==================== onehot_encode
==> onehot_encode/cell_classes.png <==
Scale: 6 px per um. Fill, decap, tap and diode cells in gray.
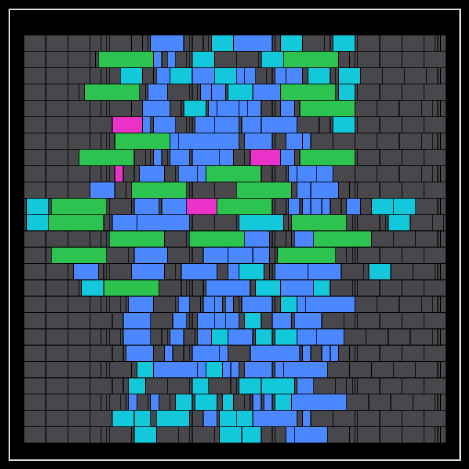

[src/rtl/onehot_encode_pkg.sv]
// Shared constants, FSM state encodings and buffer entry type for the one-hot to binary encoder.
package onehot_encode_pkg;
  localparam int DIGIT_W  = 4;
  localparam int ONEHOT_W = 10;
  localparam logic [DIGIT_W-1:0] DIGIT_DEFAULT = 4'b0001;

  localparam logic [1:0] ST_EMPTY = 2'b00;
  localparam logic [1:0] ST_ONE   = 2'b01;
  localparam logic [1:0] ST_TWO   = 2'b10;

  typedef struct packed {
    logic               err;
    logic [DIGIT_W-1:0] code;
  } entry_t;

  localparam entry_t ENTRY_RST = '{err: 1'b0, code: DIGIT_DEFAULT};
endpackage

[src/rtl/onehot_encode_core.sv]
// Combinational one-hot to binary encode with legality check.
// ONEHOT_PRIORITY_EN: multi-hot encodes to the lowest set bit instead of the default digit.
module onehot_encode_core
  import onehot_encode_pkg::*;
(
  input  logic [ONEHOT_W-1:0] one_hot,
  output logic [DIGIT_W-1:0]  code,
  output logic                err
);
  logic [DIGIT_W-1:0] low_code;
  logic               legal;
  logic               zero;

  // scanning downwards leaves the lowest set bit's digit in low_code
  always_comb begin
    low_code = DIGIT_DEFAULT;
    for (int i = ONEHOT_W-1; i >= 0; i--)
      if (one_hot[i]) low_code = DIGIT_W'(i+1);
  end

  assign legal = $onehot(one_hot);
  assign zero  = ~|one_hot;
  assign err   = ~legal;

  always_comb begin
    code = DIGIT_DEFAULT;
    if (legal)      code = low_code;
    else if (zero)  code = DIGIT_DEFAULT;
    else begin
`ifdef ONEHOT_PRIORITY_EN
      code = low_code;
`else
      code = DIGIT_DEFAULT;
`endif
    end
  end
endmodule

[src/rtl/onehot_encode.sv]
// One-hot digit to binary encoder with a 2-entry skid buffer and saturating illegal-input counter.
// Optional build macro: ONEHOT_PRIORITY_EN (handled in onehot_encode_core).
module onehot_encode
  import onehot_encode_pkg::*;
#(
  parameter int ERR_CNT_W = 8
)(
  input  logic                 CLK,
  input  logic                 RESET_N,
  input  logic                 IN_VALID,
  output logic                 IN_READY,
  input  logic [ONEHOT_W-1:0]  ONE_HOT,
  output logic                 OUT_VALID,
  input  logic                 OUT_READY,
  output logic [DIGIT_W-1:0]   BINARY,
  output logic                 ERR,
  output logic [ERR_CNT_W-1:0] ERR_COUNT,
  input  logic                 ERR_CLR
);
  logic [1:0] state, state_nxt;
  entry_t     head, tail, in_word;
  logic       accept, pop;

  onehot_encode_core u_core (
    .one_hot (ONE_HOT),
    .code    (in_word.code),
    .err     (in_word.err)
  );

  assign accept    = IN_VALID & IN_READY;
  assign OUT_VALID = (state != ST_EMPTY);
  assign pop       = OUT_VALID & OUT_READY;
  assign BINARY    = head.code;
  assign ERR       = head.err;

  always_comb begin
    state_nxt = state;
    case (state)
      ST_EMPTY: if (accept) state_nxt = ST_ONE;
      ST_ONE:   if (accept & ~pop) state_nxt = ST_TWO;
                else if (pop & ~accept) state_nxt = ST_EMPTY;
      ST_TWO:   if (pop) state_nxt = ST_ONE;
      default:  state_nxt = ST_EMPTY;
    endcase
  end

  always_ff @(posedge CLK or negedge RESET_N) begin
    if (!RESET_N) begin
      state    <= ST_EMPTY;
      IN_READY <= 1'b0;
      head     <= ENTRY_RST;
      tail     <= ENTRY_RST;
    end else begin
      state    <= state_nxt;
      IN_READY <= (state_nxt != ST_TWO);
      case (state)
        ST_EMPTY: if (accept) head <= in_word;
        ST_ONE: begin
          // with a simultaneous pop the new word replaces the departing head
          if (accept & pop)  head <= in_word;
          else if (accept)   tail <= in_word;
        end
        ST_TWO:   if (pop) head <= tail;
        default: ;
      endcase
    end
  end

  always_ff @(posedge CLK or negedge RESET_N) begin
    if (!RESET_N)
      ERR_COUNT <= '0;
    else if (ERR_CLR)
      ERR_COUNT <= '0;
    else if (accept & in_word.err & ~&ERR_COUNT)
      ERR_COUNT <= ERR_COUNT + ERR_CNT_W'(1);
  end
endmodule

[config.mk]
export PLATFORM = sky130hd
export DESIGN_NAME = onehot_encode
export DESIGN_NICKNAME = d
export VERILOG_FILES = /design/src/rtl/onehot_encode_pkg.sv /design/src/rtl/onehot_encode_core.sv /design/src/rtl/onehot_encode.sv
export SDC_FILE = /design/constraint.sdc
export NUM_CORES = 1
export LEC_CHECK = 0
export CAP_MARGIN = 20
export CORE_MARGIN = 2
export CORE_UTILIZATION = 29
export DETAILED_ROUTE_END_ITERATION = 16
export PLACE_DENSITY = 0.6
export SYNTH_ARGS = -nofsm -noshare
export SYNTH_HDL_FRONTEND = slang
export SYNTH_HIERARCHICAL = 1
export SYNTH_SLANG_ARGS = --single-unit
[constraint.sdc]
create_clock -name CLK -period 2.6 [get_ports CLK]
set_input_delay 0.52 -clock CLK [delete_from_list [all_inputs] [get_ports CLK]]
set_output_delay 0.52 -clock CLK [all_outputs]
set_load 0.03 [all_outputs]
==================== program_memory_loader
<file path="config.mk">
export PLATFORM = sky130hd
export DESIGN_NAME = program_memory_loader
export DESIGN_NICKNAME = d
export VERILOG_FILES = /design/src/rtl/program_memory_loader_pkg.sv /design/src/rtl/program_memory_loader_byte_word_packer.sv /design/src/rtl/program_memory_loader.sv
export SDC_FILE = /design/constraint.sdc
export NUM_CORES = 1
export LEC_CHECK = 0
export CAP_MARGIN = 20
export CORE_ASPECT_RATIO = 0.6
export CORE_MARGIN = 5
export CORE_UTILIZATION = 35
export CTS_BUF_LIST = sky130_fd_sc_hd__clkbuf_4
export CTS_CLUSTER_SIZE = 16
export DETAILED_ROUTE_END_ITERATION = 10
export PLACE_DENSITY_LB_ADDON = 0.15
export SYNTH_ARGS = -nofsm -noshare
export SYNTH_HDL_FRONTEND = slang
export SYNTH_SLANG_ARGS = --single-unit
</file>
<file path="constraint.sdc">
create_clock -name clk -period 2 [get_ports clk]
set_input_delay 0.3 -clock clk [delete_from_list [all_inputs] [get_ports clk]]
set_output_delay 0.3 -clock clk [all_outputs]
set_load 0.005 [all_outputs]
</file>
<file path="src/rtl/program_memory_loader_pkg.sv">
// ============================================================================
// Module : program_memory_loader_pkg
// Brief  : Loader FSM encodings, frame constants and word-address helper.
// Rev    : 1.0  initial release
// ============================================================================
`default_nettype none

package program_memory_loader_pkg;

    typedef enum logic [2:0] {
        ST_IDLE   = 3'd0,
        ST_LEN_LO = 3'd1,
        ST_LEN_HI = 3'd2,
        ST_DATA   = 3'd3,
        ST_CHECK  = 3'd4,
        ST_DONE   = 3'd5,
        ST_ERROR  = 3'd6
    } state_t;

    localparam int          c_DEPTH_WORDS_DEFAULT = 128;
    localparam logic [7:0]  c_CHK_INIT            = 8'h00;

    // Byte address of word idx relative to base; always word aligned.
    function automatic logic [31:0] f_word_addr(input logic [31:0] base, input logic [15:0] idx);
        return base + {14'd0, idx, 2'b00};
    endfunction

endpackage

`default_nettype wire

</file>
<file path="src/rtl/program_memory_loader_byte_word_packer.sv">
// ============================================================================
// Module : program_memory_loader_byte_word_packer
// Brief  : Packs four bytes into one raw word, first byte in [31:24].
// Rev    : 1.0  initial release
// ============================================================================
`default_nettype none

module program_memory_loader_byte_word_packer (
    input  logic        clk,
    input  logic        reset,
    input  logic        i_clear,
    input  logic        i_byte_valid,
    input  logic [7:0]  i_byte,
    output logic [1:0]  o_index,
    output logic        o_word_valid,
    output logic [31:0] o_word
);

    logic [1:0]  r_index;
    logic [23:0] r_acc;
    logic [31:0] r_word;
    logic        r_word_valid;

    always_ff @(posedge clk) begin
        if (reset) begin
            r_index      <= 2'd0;
            r_acc        <= 24'd0;
            r_word       <= 32'd0;
            r_word_valid <= 1'b0;
        end else begin
            r_word_valid <= 1'b0;
            if (i_clear) begin
                r_index <= 2'd0;
            end else if (i_byte_valid) begin
                r_acc   <= {r_acc[15:0], i_byte};
                r_index <= r_index + 2'd1;
                // Completed word is latched here so it holds until the next word completes.
                if (r_index == 2'd3) begin
                    r_word       <= {r_acc, i_byte};
                    r_word_valid <= 1'b1;
                end
            end
        end
    end

    assign o_index      = r_index;
    assign o_word_valid = r_word_valid;
    assign o_word       = r_word;

endmodule

`default_nettype wire

</file>
<file path="src/rtl/program_memory_loader.sv">
// ============================================================================
// Module : program_memory_loader
// Brief  : Receives a framed byte stream and writes raw words into program memory.
// Rev    : 1.0  initial release
// ============================================================================
`default_nettype none

module program_memory_loader
    import program_memory_loader_pkg::*;
#(
    parameter int          DEPTH_WORDS = c_DEPTH_WORDS_DEFAULT,
    parameter logic [31:0] BASE_ADDR   = 32'h0000_0000
) (
    input  logic        clk,
    input  logic        reset,
    input  logic        start,
    input  logic [7:0]  rx_data,
    input  logic        rx_valid,
    output logic        rx_ready,
    output logic        mem_we,
    output logic [31:0] mem_addr,
    output logic [31:0] mem_wdata,
    output logic        busy,
    output logic        done,
    output logic        error,
    output logic [15:0] words_written
);

    localparam logic [15:0] c_DEPTH = 16'(DEPTH_WORDS);

    state_t      r_state;
    logic [7:0]  r_len_lo;
    logic [15:0] r_len;
    logic [7:0]  r_chk;
    logic [15:0] r_words_written;
    logic [31:0] r_mem_addr;
    logic        r_done;
    logic        r_error;

    logic        w_accept_state;
    logic        w_rx_ready;
    logic        w_accept;
    logic        w_data_byte;
    logic [1:0]  w_byte_idx;
    logic        w_word_valid;
    logic [31:0] w_word;
    logic [15:0] w_len;

    assign w_accept_state = (r_state == ST_LEN_LO) || (r_state == ST_LEN_HI) ||
                            (r_state == ST_DATA)   || (r_state == ST_CHECK);
    assign w_rx_ready     = w_accept_state && !start;
    assign w_accept       = rx_valid && w_rx_ready;
    assign w_data_byte    = w_accept && (r_state == ST_DATA);
    assign w_len          = {rx_data, r_len_lo};

    program_memory_loader_byte_word_packer u_packer (
        .clk          (clk),
        .reset        (reset),
        .i_clear      (start),
        .i_byte_valid (w_data_byte),
        .i_byte       (rx_data),
        .o_index      (w_byte_idx),
        .o_word_valid (w_word_valid),
        .o_word       (w_word)
    );

    always_ff @(posedge clk) begin
        if (reset) begin
            r_state         <= ST_IDLE;
            r_len_lo        <= 8'd0;
            r_len           <= 16'd0;
            r_chk           <= c_CHK_INIT;
            r_words_written <= 16'd0;
            r_mem_addr      <= 32'd0;
            r_done          <= 1'b0;
            r_error         <= 1'b0;
        end else if (start) begin
            r_state         <= ST_LEN_LO;
            r_chk           <= c_CHK_INIT;
            r_words_written <= 16'd0;
            r_done          <= 1'b0;
            r_error         <= 1'b0;
        end else begin
            case (r_state)
                ST_LEN_LO: begin
                    if (w_accept) begin
                        r_len_lo <= rx_data;
                        r_state  <= ST_LEN_HI;
                    end
                end
                ST_LEN_HI: begin
                    if (w_accept) begin
                        r_len <= w_len;
                        if (w_len == 16'd0) begin
                            r_state <= ST_CHECK;
                        end else if (w_len > c_DEPTH) begin
                            r_state <= ST_ERROR;
                            r_error <= 1'b1;
                        end else begin
                            r_state <= ST_DATA;
                        end
                    end
                end
                ST_DATA: begin
                    if (w_accept) begin
                        r_chk <= r_chk ^ rx_data;
                        // Counter and address update now so they are visible with the write strobe.
                        if (w_byte_idx == 2'd3) begin
                            r_words_written <= r_words_written + 16'd1;
                            r_mem_addr      <= f_word_addr(BASE_ADDR, r_words_written);
                            if (r_words_written + 16'd1 == r_len) begin
                                r_state <= ST_CHECK;
                            end
                        end
                    end
                end
                ST_CHECK: begin
                    if (w_accept) begin
                        if (rx_data == r_chk) begin
                            r_state <= ST_DONE;
                            r_done  <= 1'b1;
                        end else begin
                            r_state <= ST_ERROR;
                            r_error <= 1'b1;
                        end
                    end
                end
                default: begin
                    r_state <= r_state;
                end
            endcase
        end
    end

    assign rx_ready      = w_rx_ready;
    assign mem_we        = w_word_valid;
    assign mem_addr      = r_mem_addr;
    assign mem_wdata     = w_word;
    assign busy          = w_accept_state || w_word_valid;
    assign done          = r_done;
    assign error         = r_error;
    assign words_written = r_words_written;

endmodule

`default_nettype wire
</file>
==================== gpio_pinmux_ctrl
===== src/rtl/gpio_pinmux_ctrl.sv =====
// gpio_pinmux_ctrl: parametrised GPIO pin multiplexer with per-pin function
// select, software data/direction registers, a 2-flop input synchronizer and
// per-pin edge-detect interrupts, programmed over a simple register bus.
module gpio_pinmux_ctrl #(
  parameter int N_PINS = 16,
  parameter int FSEL_W = 2
) (
  input  logic                                   clk,
  input  logic                                   rst_n,
  input  logic                                   wr_en,
  input  logic                                   rd_en,
  input  logic [3:0]                             addr,
  input  logic [N_PINS-1:0]                      wr_data,
  output logic [N_PINS-1:0]                      rd_data,
  input  logic [((2**FSEL_W)-1)*N_PINS-1:0]      periph_out,
  input  logic [((2**FSEL_W)-1)*N_PINS-1:0]      periph_oe,
  output logic [N_PINS-1:0]                      periph_in,
  input  logic [N_PINS-1:0]                      pad_in,
  output logic [N_PINS-1:0]                      pad_out,
  output logic [N_PINS-1:0]                      pad_oe,
  output logic                                   irq
);

  localparam int N_FUNC = 2 ** FSEL_W;

  localparam logic [3:0] ADDR_DATA_OUT = 4'd0;
  localparam logic [3:0] ADDR_DIR      = 4'd1;
  localparam logic [3:0] ADDR_PIN_IN   = 4'd2;
  localparam logic [3:0] ADDR_IRQ_EN   = 4'd3;
  localparam logic [3:0] ADDR_IRQ_STAT = 4'd4;
  localparam logic [3:0] ADDR_IRQ_MODE = 4'd5;

  // Software-visible registers
  logic [N_PINS-1:0] data_out_q;
  logic [N_PINS-1:0] dir_q;
  logic [N_PINS-1:0] irq_en_q;
  logic [N_PINS-1:0] irq_stat_q;
  logic [N_PINS-1:0] irq_mode_q;

  // Input path: two synchronizer stages plus one history flop for edges
  logic [N_PINS-1:0] sync1_q;
  logic [N_PINS-1:0] sync2_q;
  logic [N_PINS-1:0] prev_q;

  // FSEL planes padded out to four so the read mux can index with addr[1:0];
  // planes beyond FSEL_W have no storage and read as zero.
  logic [3:0][N_PINS-1:0] fsel_view;

  // Per-pin function select assembled from the planes
  logic [N_PINS-1:0][FSEL_W-1:0] sel;

  // Function tables: entry 0 is software GPIO, entries 1.. are peripherals
  logic [N_FUNC-1:0][N_PINS-1:0] func_out;
  logic [N_FUNC-1:0][N_PINS-1:0] func_oe;

  logic [N_PINS-1:0] pad_out_d;
  logic [N_PINS-1:0] pad_oe_d;
  logic [N_PINS-1:0] rd_mux;
  logic [N_PINS-1:0] w1c;
  logic [N_PINS-1:0] edge_v;

  genvar k, i, f;

  generate
    for (k = 0; k < 4; k++) begin : g_plane
      if (k < FSEL_W) begin : g_used
        logic [N_PINS-1:0] plane_q;

        // One FSEL plane register, written at address 8+k
        always_ff @(posedge clk) begin
          if (!rst_n) begin
            plane_q <= '0;
          end else if (wr_en && (addr == 4'(8 + k))) begin
            plane_q <= wr_data;
          end
        end

        assign fsel_view[k] = plane_q;
      end else begin : g_unused
        assign fsel_view[k] = '0;
      end
    end

    for (i = 0; i < N_PINS; i++) begin : g_sel_pin
      for (k = 0; k < FSEL_W; k++) begin : g_sel_bit
        assign sel[i][k] = fsel_view[k][i];
      end
    end

    assign func_out[0] = data_out_q;
    assign func_oe[0]  = dir_q;
    for (f = 1; f < N_FUNC; f++) begin : g_func
      assign func_out[f] = periph_out[(f-1)*N_PINS +: N_PINS];
      assign func_oe[f]  = periph_oe[(f-1)*N_PINS +: N_PINS];
    end

    for (i = 0; i < N_PINS; i++) begin : g_mux
      assign pad_out_d[i] = func_out[sel[i]][i];
      assign pad_oe_d[i]  = func_oe[sel[i]][i];
    end
  endgenerate

  // Edge selection per pin: IRQ_MODE picks falling (1) or rising (0)
  assign edge_v = (irq_mode_q & ~sync2_q & prev_q) | (~irq_mode_q & sync2_q & ~prev_q);

  // Write-1-to-clear mask for IRQ_STAT
  assign w1c = (wr_en && (addr == ADDR_IRQ_STAT)) ? wr_data : '0;

  assign periph_in = sync2_q;
  assign irq       = |irq_stat_q;

  // Read mux over the register map; unmapped addresses return zero
  always_comb begin
    rd_mux = '0;
    case (addr)
      ADDR_DATA_OUT: rd_mux = data_out_q;
      ADDR_DIR:      rd_mux = dir_q;
      ADDR_PIN_IN:   rd_mux = sync2_q;
      ADDR_IRQ_EN:   rd_mux = irq_en_q;
      ADDR_IRQ_STAT: rd_mux = irq_stat_q;
      ADDR_IRQ_MODE: rd_mux = irq_mode_q;
      4'd8, 4'd9, 4'd10, 4'd11: rd_mux = fsel_view[addr[1:0]];
      default:       rd_mux = '0;
    endcase
  end

  // Register file, input synchronizer, status update and registered outputs
  always_ff @(posedge clk) begin
    if (!rst_n) begin
      data_out_q <= '0;
      dir_q      <= '0;
      irq_en_q   <= '0;
      irq_stat_q <= '0;
      irq_mode_q <= '0;
      sync1_q    <= '0;
      sync2_q    <= '0;
      prev_q     <= '0;
      rd_data    <= '0;
      pad_out    <= '0;
      pad_oe     <= '0;
    end else begin
      if (wr_en) begin
        case (addr)
          ADDR_DATA_OUT: data_out_q <= wr_data;
          ADDR_DIR:      dir_q      <= wr_data;
          ADDR_IRQ_EN:   irq_en_q   <= wr_data;
          ADDR_IRQ_MODE: irq_mode_q <= wr_data;
          default: ;
        endcase
      end
      irq_stat_q <= (irq_stat_q & ~w1c) | (irq_en_q & edge_v);
      sync1_q    <= pad_in;
      sync2_q    <= sync1_q;
      prev_q     <= sync2_q;
      if (rd_en) begin
        rd_data <= rd_mux;
      end
      pad_out <= pad_out_d;
      pad_oe  <= pad_oe_d;
    end
  end

endmodule


===== config.mk =====
export PLATFORM = sky130hd
export DESIGN_NAME = gpio_pinmux_ctrl
export DESIGN_NICKNAME = d
export VERILOG_FILES = /design/src/rtl/gpio_pinmux_ctrl.sv
export SDC_FILE = /design/constraint.sdc
export NUM_CORES = 1
export LEC_CHECK = 0
export CORE_MARGIN = 2
export CORE_UTILIZATION = 54
export DETAILED_ROUTE_END_ITERATION = 16
export PLACE_DENSITY = 0.89
export SYNTH_ARGS = -nofsm -noshare
export SYNTH_HDL_FRONTEND = slang
export SYNTH_SLANG_ARGS = --single-unit
export TNS_END_PERCENT = 20

===== constraint.sdc =====
create_clock -name clk -period 2.1 [get_ports clk]
set_input_delay 0.21 -clock clk [delete_from_list [all_inputs] [get_ports clk]]
set_output_delay 0.21 -clock clk [all_outputs]
set_load 0.02 [all_outputs]

==================== game_sequencer
**src/rtl/game_sequencer.sv**
```systemverilog
// Game round sequencer: IDLE -> COUNTDOWN -> PLAY -> GAMEOVER, with per-player
// respawn hold, loot scoring and winner selection. One clock edge per video frame.
//
// Input semantics (no valid/ready handshake): Keycode is a level, and a start event
// is its rising match against START_KEY. P*Hit and P*Deposit are per-frame event
// qualifiers; a 1 sampled at a FrameClk edge is exactly one event. There is no
// backpressure, so an event that cannot be accepted is dropped.
module game_sequencer #(
  parameter int          FRAME_RATE        = 60,
  parameter int          COUNTDOWN_SECONDS = 3,
  parameter int          ROUND_SECONDS     = 90,
  parameter int          RESPAWN_FRAMES    = 60,
  parameter logic [7:0]  START_KEY         = 8'h28
) (
  input  logic       FrameClk,
  input  logic       Reset,
  input  logic [7:0] Keycode,
  input  logic       P1Hit,
  input  logic       P2Hit,
  input  logic       P1Deposit,
  input  logic       P2Deposit,
  output logic [1:0] GameState,
  output logic       SpawnEnable1,
  output logic       SpawnEnable2,
  output logic [1:0] CountdownVal,
  output logic [6:0] RoundTimer,
  output logic [7:0] P1Score,
  output logic [7:0] P2Score,
  output logic [1:0] Winner
);

  localparam int FW = (FRAME_RATE > 1) ? $clog2(FRAME_RATE) : 1;
  localparam int RW = $clog2(RESPAWN_FRAMES + 1);

  localparam logic [FW-1:0] FRAME_LAST   = FW'(FRAME_RATE - 1);
  localparam logic [RW-1:0] RESPAWN_LOAD = RW'(RESPAWN_FRAMES);
  localparam logic [1:0]    CD_LOAD      = 2'(COUNTDOWN_SECONDS);
  localparam logic [6:0]    RT_LOAD      = 7'(ROUND_SECONDS);

  // State encoding doubles as the GameState output, so the FSM is directly observable.
  typedef enum logic [1:0] {
    IDLE      = 2'b00,
    COUNTDOWN = 2'b01,
    PLAY      = 2'b10,
    GAMEOVER  = 2'b11
  } state_t;

  state_t        state;
  logic [FW-1:0] frame_cnt;
  logic [RW-1:0] rsp1, rsp2;
  logic          prev_key;

  logic          key_match, start_evt, sec_tick, in_play, round_end, active, play_next;
  logic          hit1, hit2, dep1, dep2;
  logic [RW-1:0] rsp1_nxt, rsp2_nxt;

  assign GameState = state;

  // Event decode and next respawn counts; "active" excludes the final second tick
  // so hits and deposits landing on it are ignored.
  always_comb begin
    key_match = (Keycode == START_KEY);
    start_evt = key_match && !prev_key;
    sec_tick  = (frame_cnt == FRAME_LAST);
    in_play   = (state == PLAY);
    round_end = in_play && sec_tick && (RoundTimer <= 7'd1);
    active    = in_play && !round_end;
    play_next = active || ((state == COUNTDOWN) && sec_tick && (CountdownVal <= 2'd1));

    hit1 = active && P1Hit && (rsp1 == '0);
    hit2 = active && P2Hit && (rsp2 == '0);
    // A hit in the same frame wins over a deposit.
    dep1 = active && P1Deposit && !P1Hit && (rsp1 == '0);
    dep2 = active && P2Deposit && !P2Hit && (rsp2 == '0);

    rsp1_nxt = '0;
    if (hit1)                         rsp1_nxt = RESPAWN_LOAD;
    else if (active && rsp1 != '0)    rsp1_nxt = rsp1 - RW'(1);

    rsp2_nxt = '0;
    if (hit2)                         rsp2_nxt = RESPAWN_LOAD;
    else if (active && rsp2 != '0)    rsp2_nxt = rsp2 - RW'(1);
  end

  // Game FSM with all outputs registered; reset overrides everything.
  always_ff @(posedge FrameClk) begin
    if (Reset) begin
      state        <= IDLE;
      frame_cnt    <= '0;
      rsp1         <= '0;
      rsp2         <= '0;
      prev_key     <= 1'b0;
      SpawnEnable1 <= 1'b1;
      SpawnEnable2 <= 1'b1;
      CountdownVal <= 2'd0;
      RoundTimer   <= 7'd0;
      P1Score      <= 8'd0;
      P2Score      <= 8'd0;
      Winner       <= 2'b00;
    end else begin
      prev_key     <= key_match;
      rsp1         <= rsp1_nxt;
      rsp2         <= rsp2_nxt;
      SpawnEnable1 <= !play_next || (rsp1_nxt != '0);
      SpawnEnable2 <= !play_next || (rsp2_nxt != '0);
      frame_cnt    <= sec_tick ? '0 : frame_cnt + FW'(1);

      case (state)
        IDLE, GAMEOVER: begin
          if (start_evt) begin
            state        <= COUNTDOWN;
            frame_cnt    <= '0;
            CountdownVal <= CD_LOAD;
            P1Score      <= 8'd0;
            P2Score      <= 8'd0;
            Winner       <= 2'b00;
          end
        end
        COUNTDOWN: begin
          if (sec_tick) begin
            if (CountdownVal <= 2'd1) begin
              state        <= PLAY;
              frame_cnt    <= '0;
              CountdownVal <= 2'd0;
              RoundTimer   <= RT_LOAD;
            end else begin
              CountdownVal <= CountdownVal - 2'd1;
            end
          end
        end
        PLAY: begin
          if (round_end) begin
            state      <= GAMEOVER;
            frame_cnt  <= '0;
            RoundTimer <= 7'd0;
            if (P1Score > P2Score)      Winner <= 2'b01;
            else if (P2Score > P1Score) Winner <= 2'b10;
            else                        Winner <= 2'b11;
          end else begin
            if (sec_tick) RoundTimer <= RoundTimer - 7'd1;
            if (dep1 && P1Score != 8'hFF) P1Score <= P1Score + 8'd1;
            if (dep2 && P2Score != 8'hFF) P2Score <= P2Score + 8'd1;
          end
        end
        default: state <= IDLE;
      endcase
    end
  end

endmodule

```
**config.mk**
```make
export PLATFORM = sky130hd
export DESIGN_NAME = game_sequencer
export DESIGN_NICKNAME = d
export VERILOG_FILES = /design/src/rtl/game_sequencer.sv
export SDC_FILE = /design/constraint.sdc
export NUM_CORES = 1
export LEC_CHECK = 0
export ABC_AREA = 1
export CORE_MARGIN = 5
export CORE_UTILIZATION = 30
export DETAILED_ROUTE_END_ITERATION = 12
export GPL_ROUTABILITY_DRIVEN = 0
export PLACE_DENSITY = 0.51
export SYNTH_ARGS = -nofsm -noshare
export SYNTH_HDL_FRONTEND = slang
export SYNTH_SLANG_ARGS = --single-unit
```
**constraint.sdc**
```tcl
create_clock -name FrameClk -period 1.7 [get_ports FrameClk]
set_clock_uncertainty 0.2 [all_clocks]
set_input_delay 0.34 -clock FrameClk [delete_from_list [all_inputs] [get_ports FrameClk]]
set_output_delay 0.34 -clock FrameClk [all_outputs]
set_load 0.01 [all_outputs]
```
==> gpio_pinmux_ctrl/final_congestion.png <==
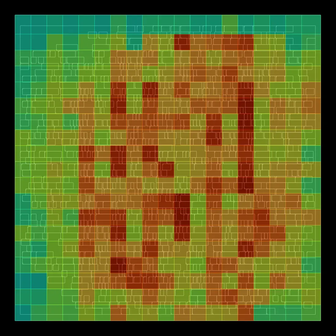
global routing met2 resource utilization: 0.4893
core occupancy in the finished layout: 0.7402
busiest grt layer: met2

==> run_results.csv, gpio_pinmux_ctrl <==
group,metric,value,unit
critical_path,timing.critical_path.from_type,"register",
critical_path,worst-endpoint-arrival,1.74,ns
clock_network,cts_max_path_bufs,3,
synthesis,ys_sh_xor,0,
sta,fin_setup_tns,0,ns
cells_and_area,clock_cell_area_share,0.05546,
synthesis,synth_compound_gate_area_share,0.1475,
clock_network,path_clk_slew,0.06,ns
global_routing,antenna_found_initial,0,
critical_path,cp_cell_sequence,"nor4_2 -> nand4_1 -> dlygate4sd2_1",
status,outcome,"completed",
global_routing,grt.met1_usage,0.3714,
job,openroad.warnings,26,
pwr,pwr_density,711.5,nW/um^2
sta,rsz_0062_raised_after_global_routing,"false",
clock_network,cts_post_setup_buffers_inserted,0,
sta,setup_viol,0,
cells_and_area,largest_register_ffs,32,
cells_and_area,multiInputCombCellCount,678,
floorplanning,boundaryPins,201,
synthesis,ys_top_cells_by_area,"sky130_fd_sc_hd__dfxtp_1 47%, sky130_fd_sc_hd__nand2_1 9.7%, sky130_fd_sc_hd__a21boi_0 8.1%",
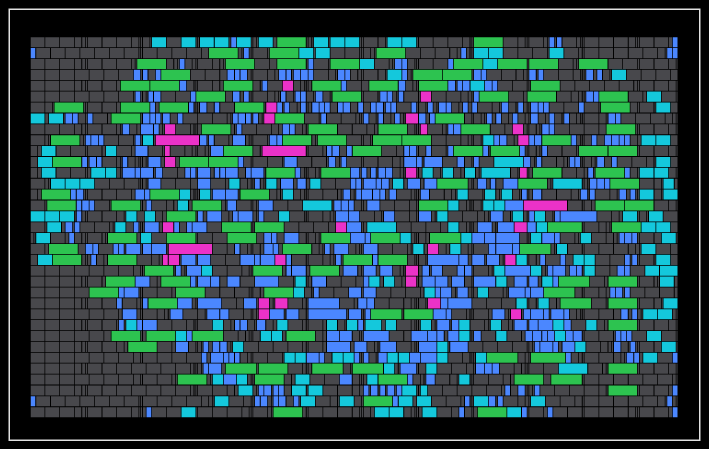
(program_memory_loader/cell_classes.png)
Scale: 4 px per um. Fill, decap, tap and diode cells in gray.
legend:
  other buffers and delay cells:
    color: cyan
    cells: 176
    share_of_their_area: 22%
  all other logic:
    color: blue
    cells: 492
    share_of_their_area: 39%
  clock drivers and dummy loads:
    color: magenta
    cells: 32
    share_of_their_area: 4.4%
  flip-flops:
    color: green
    cells: 128
    share_of_their_area: 35%

==> run_results.csv, program_memory_loader <==
group,metric,value,unit
cells_and_area,clock_cell_area_share,0.04271,
sta,setup_viol,3,
critical_path,number_of_cells_on_the_critical_path,7,
global_routing,grt.met1_usage,0.2746,
pwr,total_power,4.802,mW
sta,post_layout_worst_setup_margin,-0.07999,ns
cells_and_area,nFillCells,1471,
clock_network,cts_root_buffer,"sky130_fd_sc_hd__clkbuf_4",
critical_path,critical_path.max_fanout,3,
cells_and_area,comb_area_frac,0.3707,
critical_path,timing.rr.start,"words_written[0]",
global_routing,global_route.overflow_total,0,
clock_network,cts_max_path_bufs,2,
cells_and_area,largest_register_ffs,32,
global_routing,grtUsageTotal,0.1731,
cells_and_area,num-nonclk-inverters,4,
placement,detailedPlace.worstSlack,-0.3489,ns
cells_and_area,drive_above_1_share,0.2077,
hold_path,worst_hold_path.num_cells,4,
cells_and_area,buffer_area_frac,0.2103,
clock_network,post_cts_resized,31,
detailed_routing,wl_per_cell,15.26,um
status,outcome,"finished with violations",
status,failed_checks,"setup timing",
sta,fin_crit_sh,1.040,
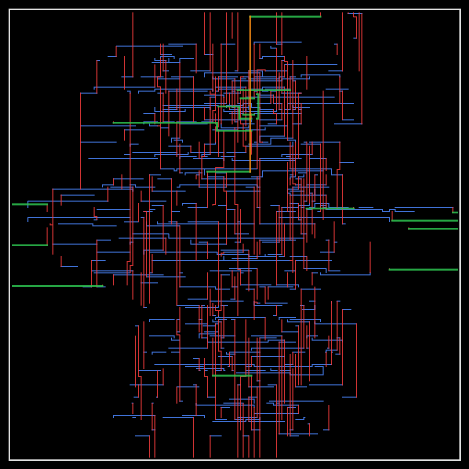
(onehot_encode/metal_stack.png)
Scale: 6 px per um.
legend:
  met1:
    color: blue
    wire_length: 1480 um
  met2:
    color: red
    wire_length: 1640 um
  met4:
    color: orange
    wire_length: 25.8 um
  met3:
    color: green
    wire_length: 140 um

## Picture notes: onehot_encode/cell_classes.png
legend:
  clock drivers and dummy loads:
    color: magenta
    cells: 4
    share_of_their_area: 2.2%
  flip-flops:
    color: green
    cells: 21
    share_of_their_area: 25%
  all other logic:
    color: blue
    cells: 115
    share_of_their_area: 50%
  other buffers and delay cells:
    color: cyan
    cells: 48
    share_of_their_area: 22%

==> run_results.csv, onehot_encode <==
group,metric,value,unit
status,outcome,"finished with violations",
status,failed_checks,"setup timing",
pwr,total_power,1.211,mW
synthesis,synthMostInstantiatedCell,"sky130_fd_sc_hd__dfrtp_1",
synthesis,synth_compound_gate_area_share,0.1253,
synthesis,ys_top_cells_by_area,"sky130_fd_sc_hd__dfrtp_1 33%, sky130_fd_sc_hd__mux2_2 12%, sky130_fd_sc_hd__ha_1 8.6%",
job,openroad.warnings,32,
detailed_routing,highest_layer,"met4",
sta,post_layout_worst_setup_margin,-1.281,ns
cells_and_area,final_net_count,219,
synthesis,syn_area,1458,um^2
synthesis,syn-instance-count,140,
pwr,power.internal,0.7894,mW
cells_and_area,largest_register_ffs,8,
cells_and_area,largest_class,"logic gates",
detailed_routing,drc_errors,0,
critical_path,worstSetupEndpointType,"register",
cells_and_area,layout_top_cells,"25 x sky130_fd_sc_hd__clkdlybuf4s50_1, 19 x sky130_fd_sc_hd__dfrtp_1, 15 x sky130_fd_sc_hd__buf_4, 13 x sky130_fd_sc_hd__inv_1",
floorplanning,fp.dieW,74.90,um
floorplanning,fp.dieH,74.90,um
pwr,power-top-group,"combinational cells",
sta,setup_viol,18,
floorplanning,die-area,5609,um^2
sta,timing.final.max_slew_violations,0,
placement,place.gp.congestion,0.7817,
pwr,power.sequential.total,0.427,mW
==> game_sequencer/final_congestion.png <==
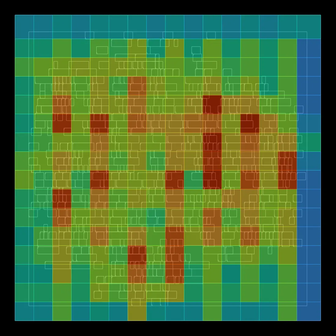
WL/cell: 12.57 um
met3 Track Usage GR: 0.02749
met1 capacity usage during global routing: 0.1780

==> game_sequencer/clock_map.png <==
Scale: 3 px per um.
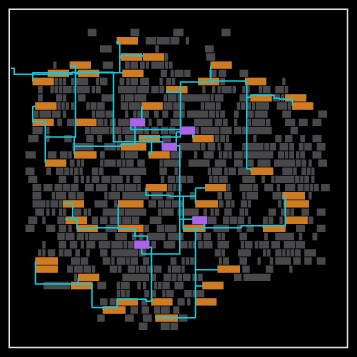
legend:
  clock wires:
    color: cyan
    length: 732 um
  flip-flops:
    color: orange
    count: 50
  cells driving clock nets:
    color: purple
    count: 5
flops lie: spread over the die
routed clock nets: 6

==> run_results.csv, game_sequencer <==
group,metric,value,unit
synthesis,synth_stat.cells,453,
critical_path,source_of_the_critical_timing_path,"GameState[0]",
floorplanning,die-area,12600,um^2
sta,post_layout_worst_setup_margin,-0.1001,ns
detailed_routing,post_route_m1_wl,4.094,mm
cells_and_area,num-clock-buffers,5,
synthesis,synth.cells.most_frequent,"82 x sky130_fd_sc_hd__nand2_1, 64 x sky130_fd_sc_hd__nor2_1, 56 x sky130_fd_sc_hd__inv_1",
detailed_routing,wl_met2,4.801,mm
status,failed_checks,"setup timing",
sta,fin_crit_sh,1.059,
sta,setup_viol,21,
synthesis,synth-main-ff-cell,"sky130_fd_sc_hd__dfxtp_1",
cells_and_area,biggestRegsByFlops,"P1Score: 8 flops, P2Score: 8 flops, RoundTimer: 7 flops",
global_routing,antenna_found_initial,0,
cells_and_area,nFillCells,999,
floorplanning,floorplanUtilization,0.3051,
cells_and_area,comb_area_frac,0.4426,
detailed_routing,finalWirelength,9.275,mm
status,outcome,"finished with violations",
critical_path,crit_slowest_cell,"sky130_fd_sc_hd__dfxtp_4",
clock_network,late_pin_clk_latency,0.31,ns

## Gallery

Supply network.
Plate I
Scale: 4 px per um. Pins as bars on the die edge. Tap cells in gray.
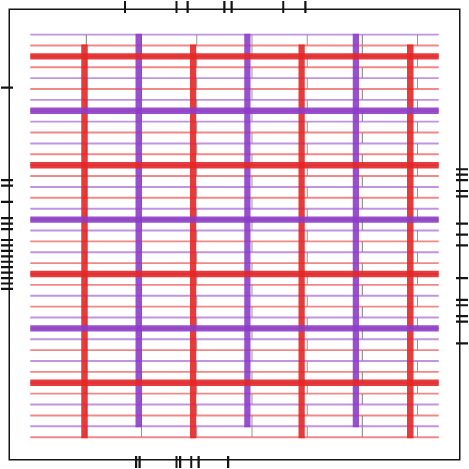
Plate II
Scale: 4 px per um. Pins as bars on the die edge. Tap cells in gray.
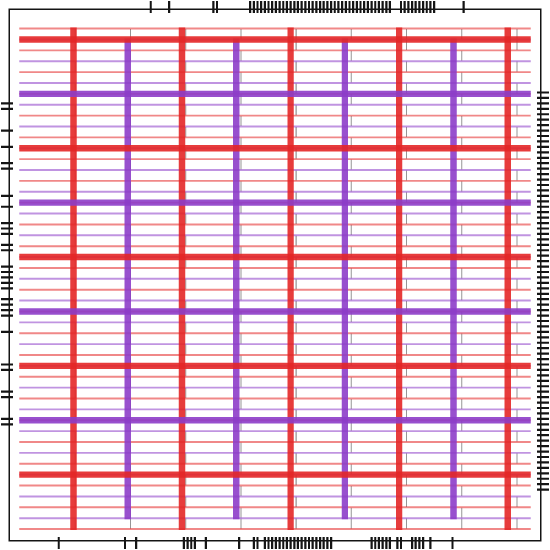
Plate III
Scale: 4 px per um. Pins as bars on the die edge. Tap cells in gray.
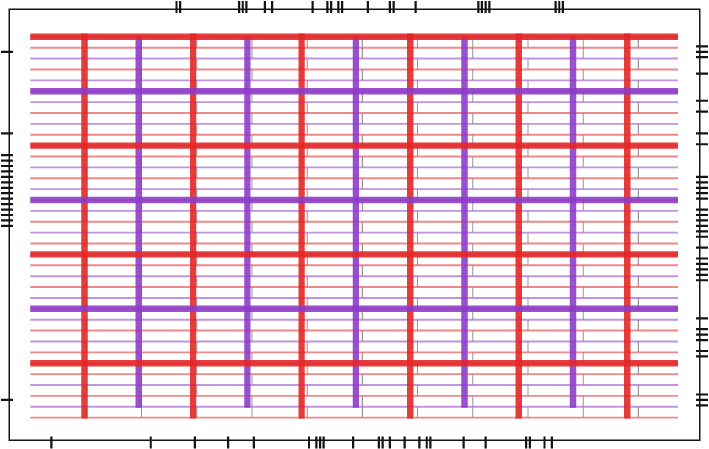
Plate IV
Scale: 6 px per um. Pins as bars on the die edge. Tap cells in gray.
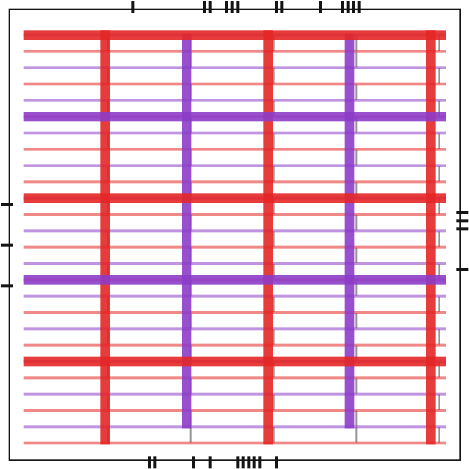
Of these, smallest die: Plate IV
Of these, most pins: Plate II
Plate II -> gpio_pinmux_ctrl
Plate III -> program_memory_loader
Plate I -> game_sequencer
Plate IV -> onehot_encode


==================== sram_arbiter
==> sram_arbiter/pdn.png <==
Scale: 6 px per um. Pins as bars on the die edge. Tap cells in gray.
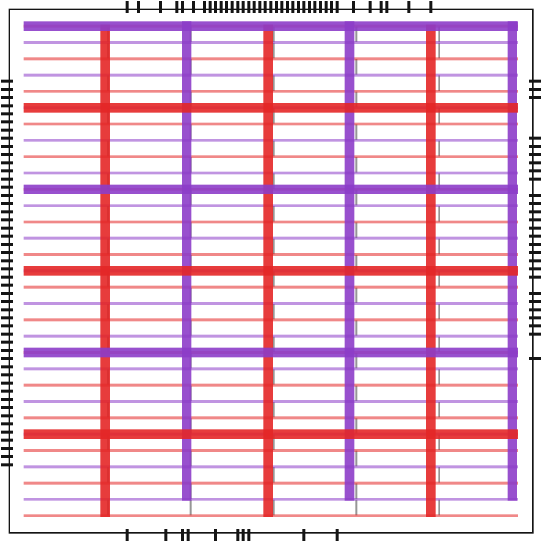
==> sram_arbiter/cell_classes.png <==
Scale: 6 px per um. Fill, decap, tap and diode cells in gray.
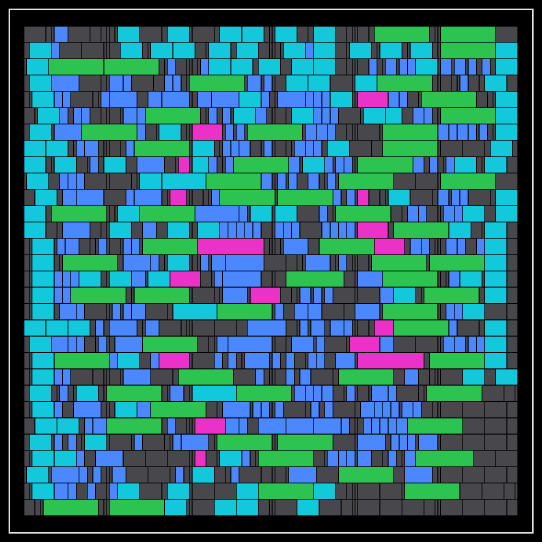
File: src/rtl/sram_pkg.sv
// Shared definitions for the external 8-bit asynchronous SRAM arbiter.
// Holds the sequencer state encoding, the port identifiers and the SRAM
// data width.
package sram_pkg;

   typedef enum logic [1:0] {
      ST_IDLE   = 2'd0,
      ST_SETUP  = 2'd1,
      ST_STROBE = 2'd2,
      ST_HOLD   = 2'd3
   } state_t;

   localparam logic PORT_A = 1'b0;
   localparam logic PORT_B = 1'b1;

   localparam int DW = 8;

endpackage

File: src/rtl/sram_rr_grant.sv
// Two-input round-robin grant for the SRAM arbiter.
// Ports:
//   clk, rst    : system clock, async active-high reset
//   i_req_a/b   : port requests
//   i_en        : record i_port as the most recently served port
//   i_port      : port that has just been served
//   o_grant     : port that would be granted now (PORT_A / PORT_B)
// The "last served" register resets to PORT_B so that A wins the first tie.
import sram_pkg::*;

module sram_rr_grant (
   input  logic clk,
   input  logic rst,
   input  logic i_req_a,
   input  logic i_req_b,
   input  logic i_en,
   input  logic i_port,
   output logic o_grant
);

   logic r_last;

   always_ff @(posedge clk or posedge rst) begin
      if (rst) begin
         r_last <= PORT_B;
      end else if (i_en) begin
         r_last <= i_port;
      end
   end

   // On a tie the port not served last wins; otherwise the lone requester.
   always_comb begin
      if (i_req_a && i_req_b) begin
         o_grant = ~r_last;
      end else if (i_req_a) begin
         o_grant = PORT_A;
      end else begin
         o_grant = PORT_B;
      end
   end

endmodule

File: src/rtl/sram_arbiter.sv
// Two-port arbiter and cycle sequencer for an external 8-bit async SRAM.
// Port A (core) and port B (DMA/video) issue single-byte accesses; the
// sequencer runs IDLE -> SETUP -> STROBE(ACCESS_CYCLES) -> HOLD and drives
// the SRAM pins from registers only.
//
// state  | meaning
// IDLE   | no access in flight, waiting for a request
// SETUP  | address (and write data) registered, strobe still inactive
// STROBE | write strobe low / read data settling, down-counter running
// HOLD   | strobe released, address/data held, ack pulse to the port
//
// Ports:
//   clk, rst                 : system clock, async active-high reset
//   a_* / b_*                : req/we/addr/wdata in, ack/rdata out per port
//   sram_addr, sram_dout     : registered address and write data
//   sram_doe                 : data-bus output enable
//   sram_din                 : data read from the SRAM pins
//   sram_we_n                : active-low write strobe
//   busy                     : high whenever the sequencer is not IDLE
module sram_arbiter
   import sram_pkg::*;
#(
   parameter int AW            = 21,
   parameter int ACCESS_CYCLES = 2
) (
   input  logic          clk,
   input  logic          rst,
   input  logic          a_req,
   input  logic          a_we,
   input  logic [AW-1:0] a_addr,
   input  logic [DW-1:0] a_wdata,
   output logic          a_ack,
   output logic [DW-1:0] a_rdata,
   input  logic          b_req,
   input  logic          b_we,
   input  logic [AW-1:0] b_addr,
   input  logic [DW-1:0] b_wdata,
   output logic          b_ack,
   output logic [DW-1:0] b_rdata,
   output logic [AW-1:0] sram_addr,
   output logic [DW-1:0] sram_dout,
   output logic          sram_doe,
   input  logic [DW-1:0] sram_din,
   output logic          sram_we_n,
   output logic          busy
);

   localparam logic [3:0] LP_CNT_LOAD = 4'(ACCESS_CYCLES - 1);

   state_t        r_state, w_nxt_state;
   logic [3:0]    r_cnt, w_nxt_cnt;
   logic          r_port, w_nxt_port;
   logic          r_we, w_nxt_we;
   logic [AW-1:0] r_addr, w_nxt_addr;
   logic [DW-1:0] r_dout, w_nxt_dout;
   logic          r_doe, w_nxt_doe;
   logic          r_we_n, w_nxt_we_n;
   logic          r_a_ack, w_nxt_a_ack;
   logic          r_b_ack, w_nxt_b_ack;
   logic [DW-1:0] r_a_rdata, w_nxt_a_rdata;
   logic [DW-1:0] r_b_rdata, w_nxt_b_rdata;
   logic          r_busy, w_nxt_busy;

   logic          w_grant;
   logic          w_hold;
   logic          w_sel_port;
   logic          w_sel_we;
   logic [AW-1:0] w_sel_addr;
   logic [DW-1:0] w_sel_wdata;
   logic          w_other_req;

   assign w_hold = (r_state == ST_HOLD);

   sram_rr_grant u_grant (
      .clk     (clk),
      .rst     (rst),
      .i_req_a (a_req),
      .i_req_b (b_req),
      .i_en    (w_hold),
      .i_port  (r_port),
      .o_grant (w_grant)
   );

   // From HOLD the only candidate is the other port; the port just acked
   // has to come back through IDLE.
   assign w_sel_port  = w_hold ? ~r_port : w_grant;
   assign w_sel_we    = (w_sel_port == PORT_B) ? b_we    : a_we;
   assign w_sel_addr  = (w_sel_port == PORT_B) ? b_addr  : a_addr;
   assign w_sel_wdata = (w_sel_port == PORT_B) ? b_wdata : a_wdata;
   assign w_other_req = (r_port == PORT_B) ? a_req : b_req;

   always_ff @(posedge clk or posedge rst) begin
      if (rst) begin
         r_state   <= ST_IDLE;
         r_cnt     <= '0;
         r_port    <= PORT_A;
         r_we      <= 1'b0;
         r_addr    <= '0;
         r_dout    <= '0;
         r_doe     <= 1'b0;
         r_we_n    <= 1'b1;
         r_a_ack   <= 1'b0;
         r_b_ack   <= 1'b0;
         r_a_rdata <= '0;
         r_b_rdata <= '0;
         r_busy    <= 1'b0;
      end else begin
         r_state   <= w_nxt_state;
         r_cnt     <= w_nxt_cnt;
         r_port    <= w_nxt_port;
         r_we      <= w_nxt_we;
         r_addr    <= w_nxt_addr;
         r_dout    <= w_nxt_dout;
         r_doe     <= w_nxt_doe;
         r_we_n    <= w_nxt_we_n;
         r_a_ack   <= w_nxt_a_ack;
         r_b_ack   <= w_nxt_b_ack;
         r_a_rdata <= w_nxt_a_rdata;
         r_b_rdata <= w_nxt_b_rdata;
         r_busy    <= w_nxt_busy;
      end
   end

   // Every output is computed one cycle ahead from the next state, so the
   // pins change exactly on the edge that enters the corresponding state.
   always_comb begin
      w_nxt_state   = r_state;
      w_nxt_cnt     = r_cnt;
      w_nxt_port    = r_port;
      w_nxt_we      = r_we;
      w_nxt_addr    = r_addr;
      w_nxt_dout    = r_dout;
      w_nxt_doe     = r_doe;
      w_nxt_we_n    = 1'b1;
      w_nxt_a_ack   = 1'b0;
      w_nxt_b_ack   = 1'b0;
      w_nxt_a_rdata = r_a_rdata;
      w_nxt_b_rdata = r_b_rdata;

      case (r_state)
         ST_IDLE: begin
            if (a_req || b_req) begin
               w_nxt_state = ST_SETUP;
               w_nxt_port  = w_sel_port;
               w_nxt_we    = w_sel_we;
               w_nxt_addr  = w_sel_addr;
               w_nxt_doe   = w_sel_we;
               if (w_sel_we) w_nxt_dout = w_sel_wdata;
            end
         end
         ST_SETUP: begin
            w_nxt_state = ST_STROBE;
            w_nxt_cnt   = LP_CNT_LOAD;
            w_nxt_we_n  = ~r_we;
         end
         ST_STROBE: begin
            if (r_cnt == 4'd0) begin
               w_nxt_state = ST_HOLD;
               if (r_port == PORT_A) begin
                  w_nxt_a_ack = 1'b1;
                  if (!r_we) w_nxt_a_rdata = sram_din;
               end else begin
                  w_nxt_b_ack = 1'b1;
                  if (!r_we) w_nxt_b_rdata = sram_din;
               end
            end else begin
               w_nxt_cnt  = r_cnt - 4'd1;
               w_nxt_we_n = ~r_we;
            end
         end
         ST_HOLD: begin
            if (w_other_req) begin
               w_nxt_state = ST_SETUP;
               w_nxt_port  = w_sel_port;
               w_nxt_we    = w_sel_we;
               w_nxt_addr  = w_sel_addr;
               w_nxt_doe   = w_sel_we;
               if (w_sel_we) w_nxt_dout = w_sel_wdata;
            end else begin
               w_nxt_state = ST_IDLE;
               w_nxt_doe   = 1'b0;
            end
         end
         default: begin
            w_nxt_state = ST_IDLE;
            w_nxt_doe   = 1'b0;
         end
      endcase

      w_nxt_busy = (w_nxt_state != ST_IDLE);
   end

   assign sram_addr = r_addr;
   assign sram_dout = r_dout;
   assign sram_doe  = r_doe;
   assign sram_we_n = r_we_n;
   assign a_ack     = r_a_ack;
   assign b_ack     = r_b_ack;
   assign a_rdata   = r_a_rdata;
   assign b_rdata   = r_b_rdata;
   assign busy      = r_busy;

endmodule
File: config.mk
export PLATFORM = sky130hd
export DESIGN_NAME = sram_arbiter
export DESIGN_NICKNAME = d
export VERILOG_FILES = /design/src/rtl/sram_pkg.sv /design/src/rtl/sram_rr_grant.sv /design/src/rtl/sram_arbiter.sv
export SDC_FILE = /design/constraint.sdc
export NUM_CORES = 1
export LEC_CHECK = 0
export ABC_AREA = 1
export ABC_CLOCK_PERIOD_IN_PS = 2400
export CAP_MARGIN = 5
export CORE_MARGIN = 2
export CORE_UTILIZATION = 45
export CTS_BUF_LIST = sky130_fd_sc_hd__clkbuf_8
export DETAILED_ROUTE_END_ITERATION = 12
export PLACE_DENSITY_LB_ADDON = 0.25
export REMOVE_ABC_BUFFERS = 1
export SLEW_MARGIN = 20
export SYNTH_ARGS = -nofsm -noshare
export SYNTH_HDL_FRONTEND = slang
export SYNTH_SLANG_ARGS = --single-unit
File: constraint.sdc
create_clock -name clk -period 2.4 [get_ports clk]
set_input_delay 0.48 -clock clk [delete_from_list [all_inputs] [get_ports clk]]
set_output_delay 0.48 -clock clk [all_outputs]
set_load 0.05 [all_outputs]
==> run_results.csv <==
group,metric,value,unit
sta,rsz_0062_raised_after_global_routing,"false",
global_routing,vias_in_the_first_global_route,2691,
pwr,power.internal,3.724,mW
synthesis,post_synth_mux_area_share,0,
placement,dp_cells,539,
cells_and_area,mi_logic_area,1328,um^2
synthesis,synth_stat.cells,345,
detailed_routing,routed-wl-met3,527,um
global_routing,groute.layer.met2.usage,0.3331,
synthesis,syn_area,3100,um^2
detailed_routing,post_route_m1_wl,2.994,mm
hold_path,min_delay_endpoint,"u_grant.r_last",
detailed_routing,route.vias.total,2682,
detailed_routing,finalWirelength,7.178,mm
pwr,power.sequential.total,1.81,mW
status,outcome,"completed",
placement,hpwlAfterDp,5.490,mm
pwr,clock_power,0.990,mW
pwr,comb_power_share,0.627,
detailed_routing,drc_errors,0,
pwr,p_comb,4.72,mW
clock_network,post_cts_resized,0,
sta,finalClockSkew,0.01051,ns
critical_path,critical_path.max_fanout,1,
## Picture notes: sram_arbiter/pdn.png
legend:
  VDD:
    color: purple
  VSS:
    color: red
rows: 30
tap cells: 80
met1 rails: 31
met4 straps: 6
signal pins: 122

## Picture notes: sram_arbiter/cell_classes.png
legend:
  all other logic:
    color: blue
    cells: 274
    share_of_their_area: 34%
  flip-flops:
    color: green
    cells: 59
    share_of_their_area: 33%
  other buffers and delay cells:
    color: cyan
    cells: 126
    share_of_their_area: 29%
  clock drivers and dummy loads:
    color: magenta
    cells: 16
    share_of_their_area: 4.8%



==> layout pictures side by side <==
Wiring by layer.
picture 1
Scale: 4 px per um.
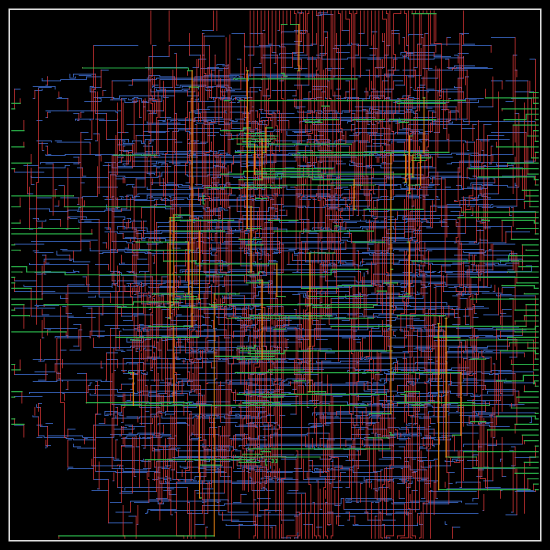
picture 2
Scale: 4 px per um.
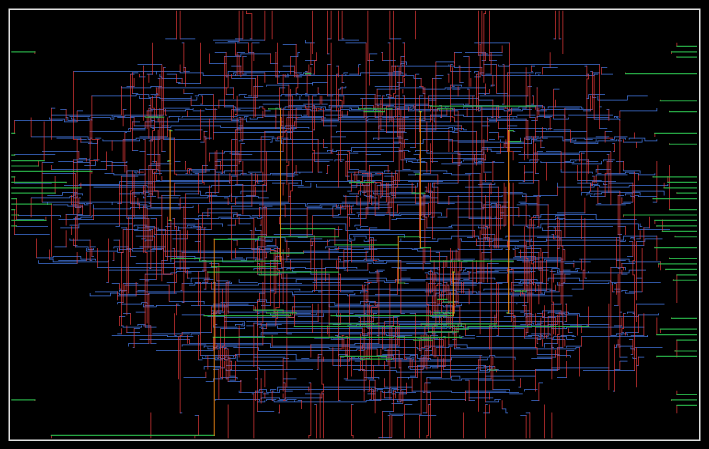
picture 3
Scale: 4 px per um.
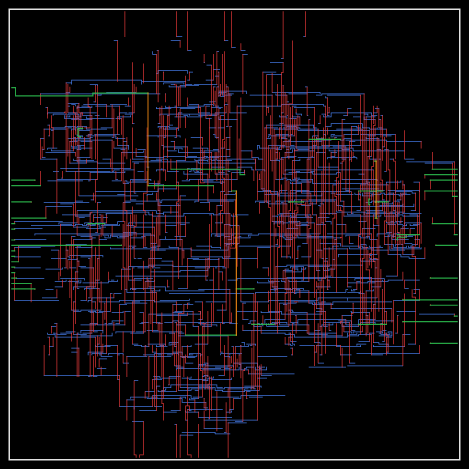
picture 4
Scale: 6 px per um.
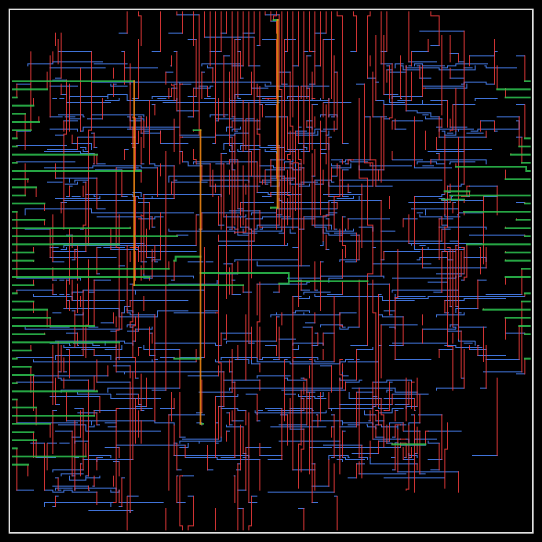
Picture 3 comes from game_sequencer.
Picture 1 comes from gpio_pinmux_ctrl.
Picture 4 comes from sram_arbiter.
Picture 2 comes from program_memory_loader.

Power is estimated from default activity; no workload was simulated.
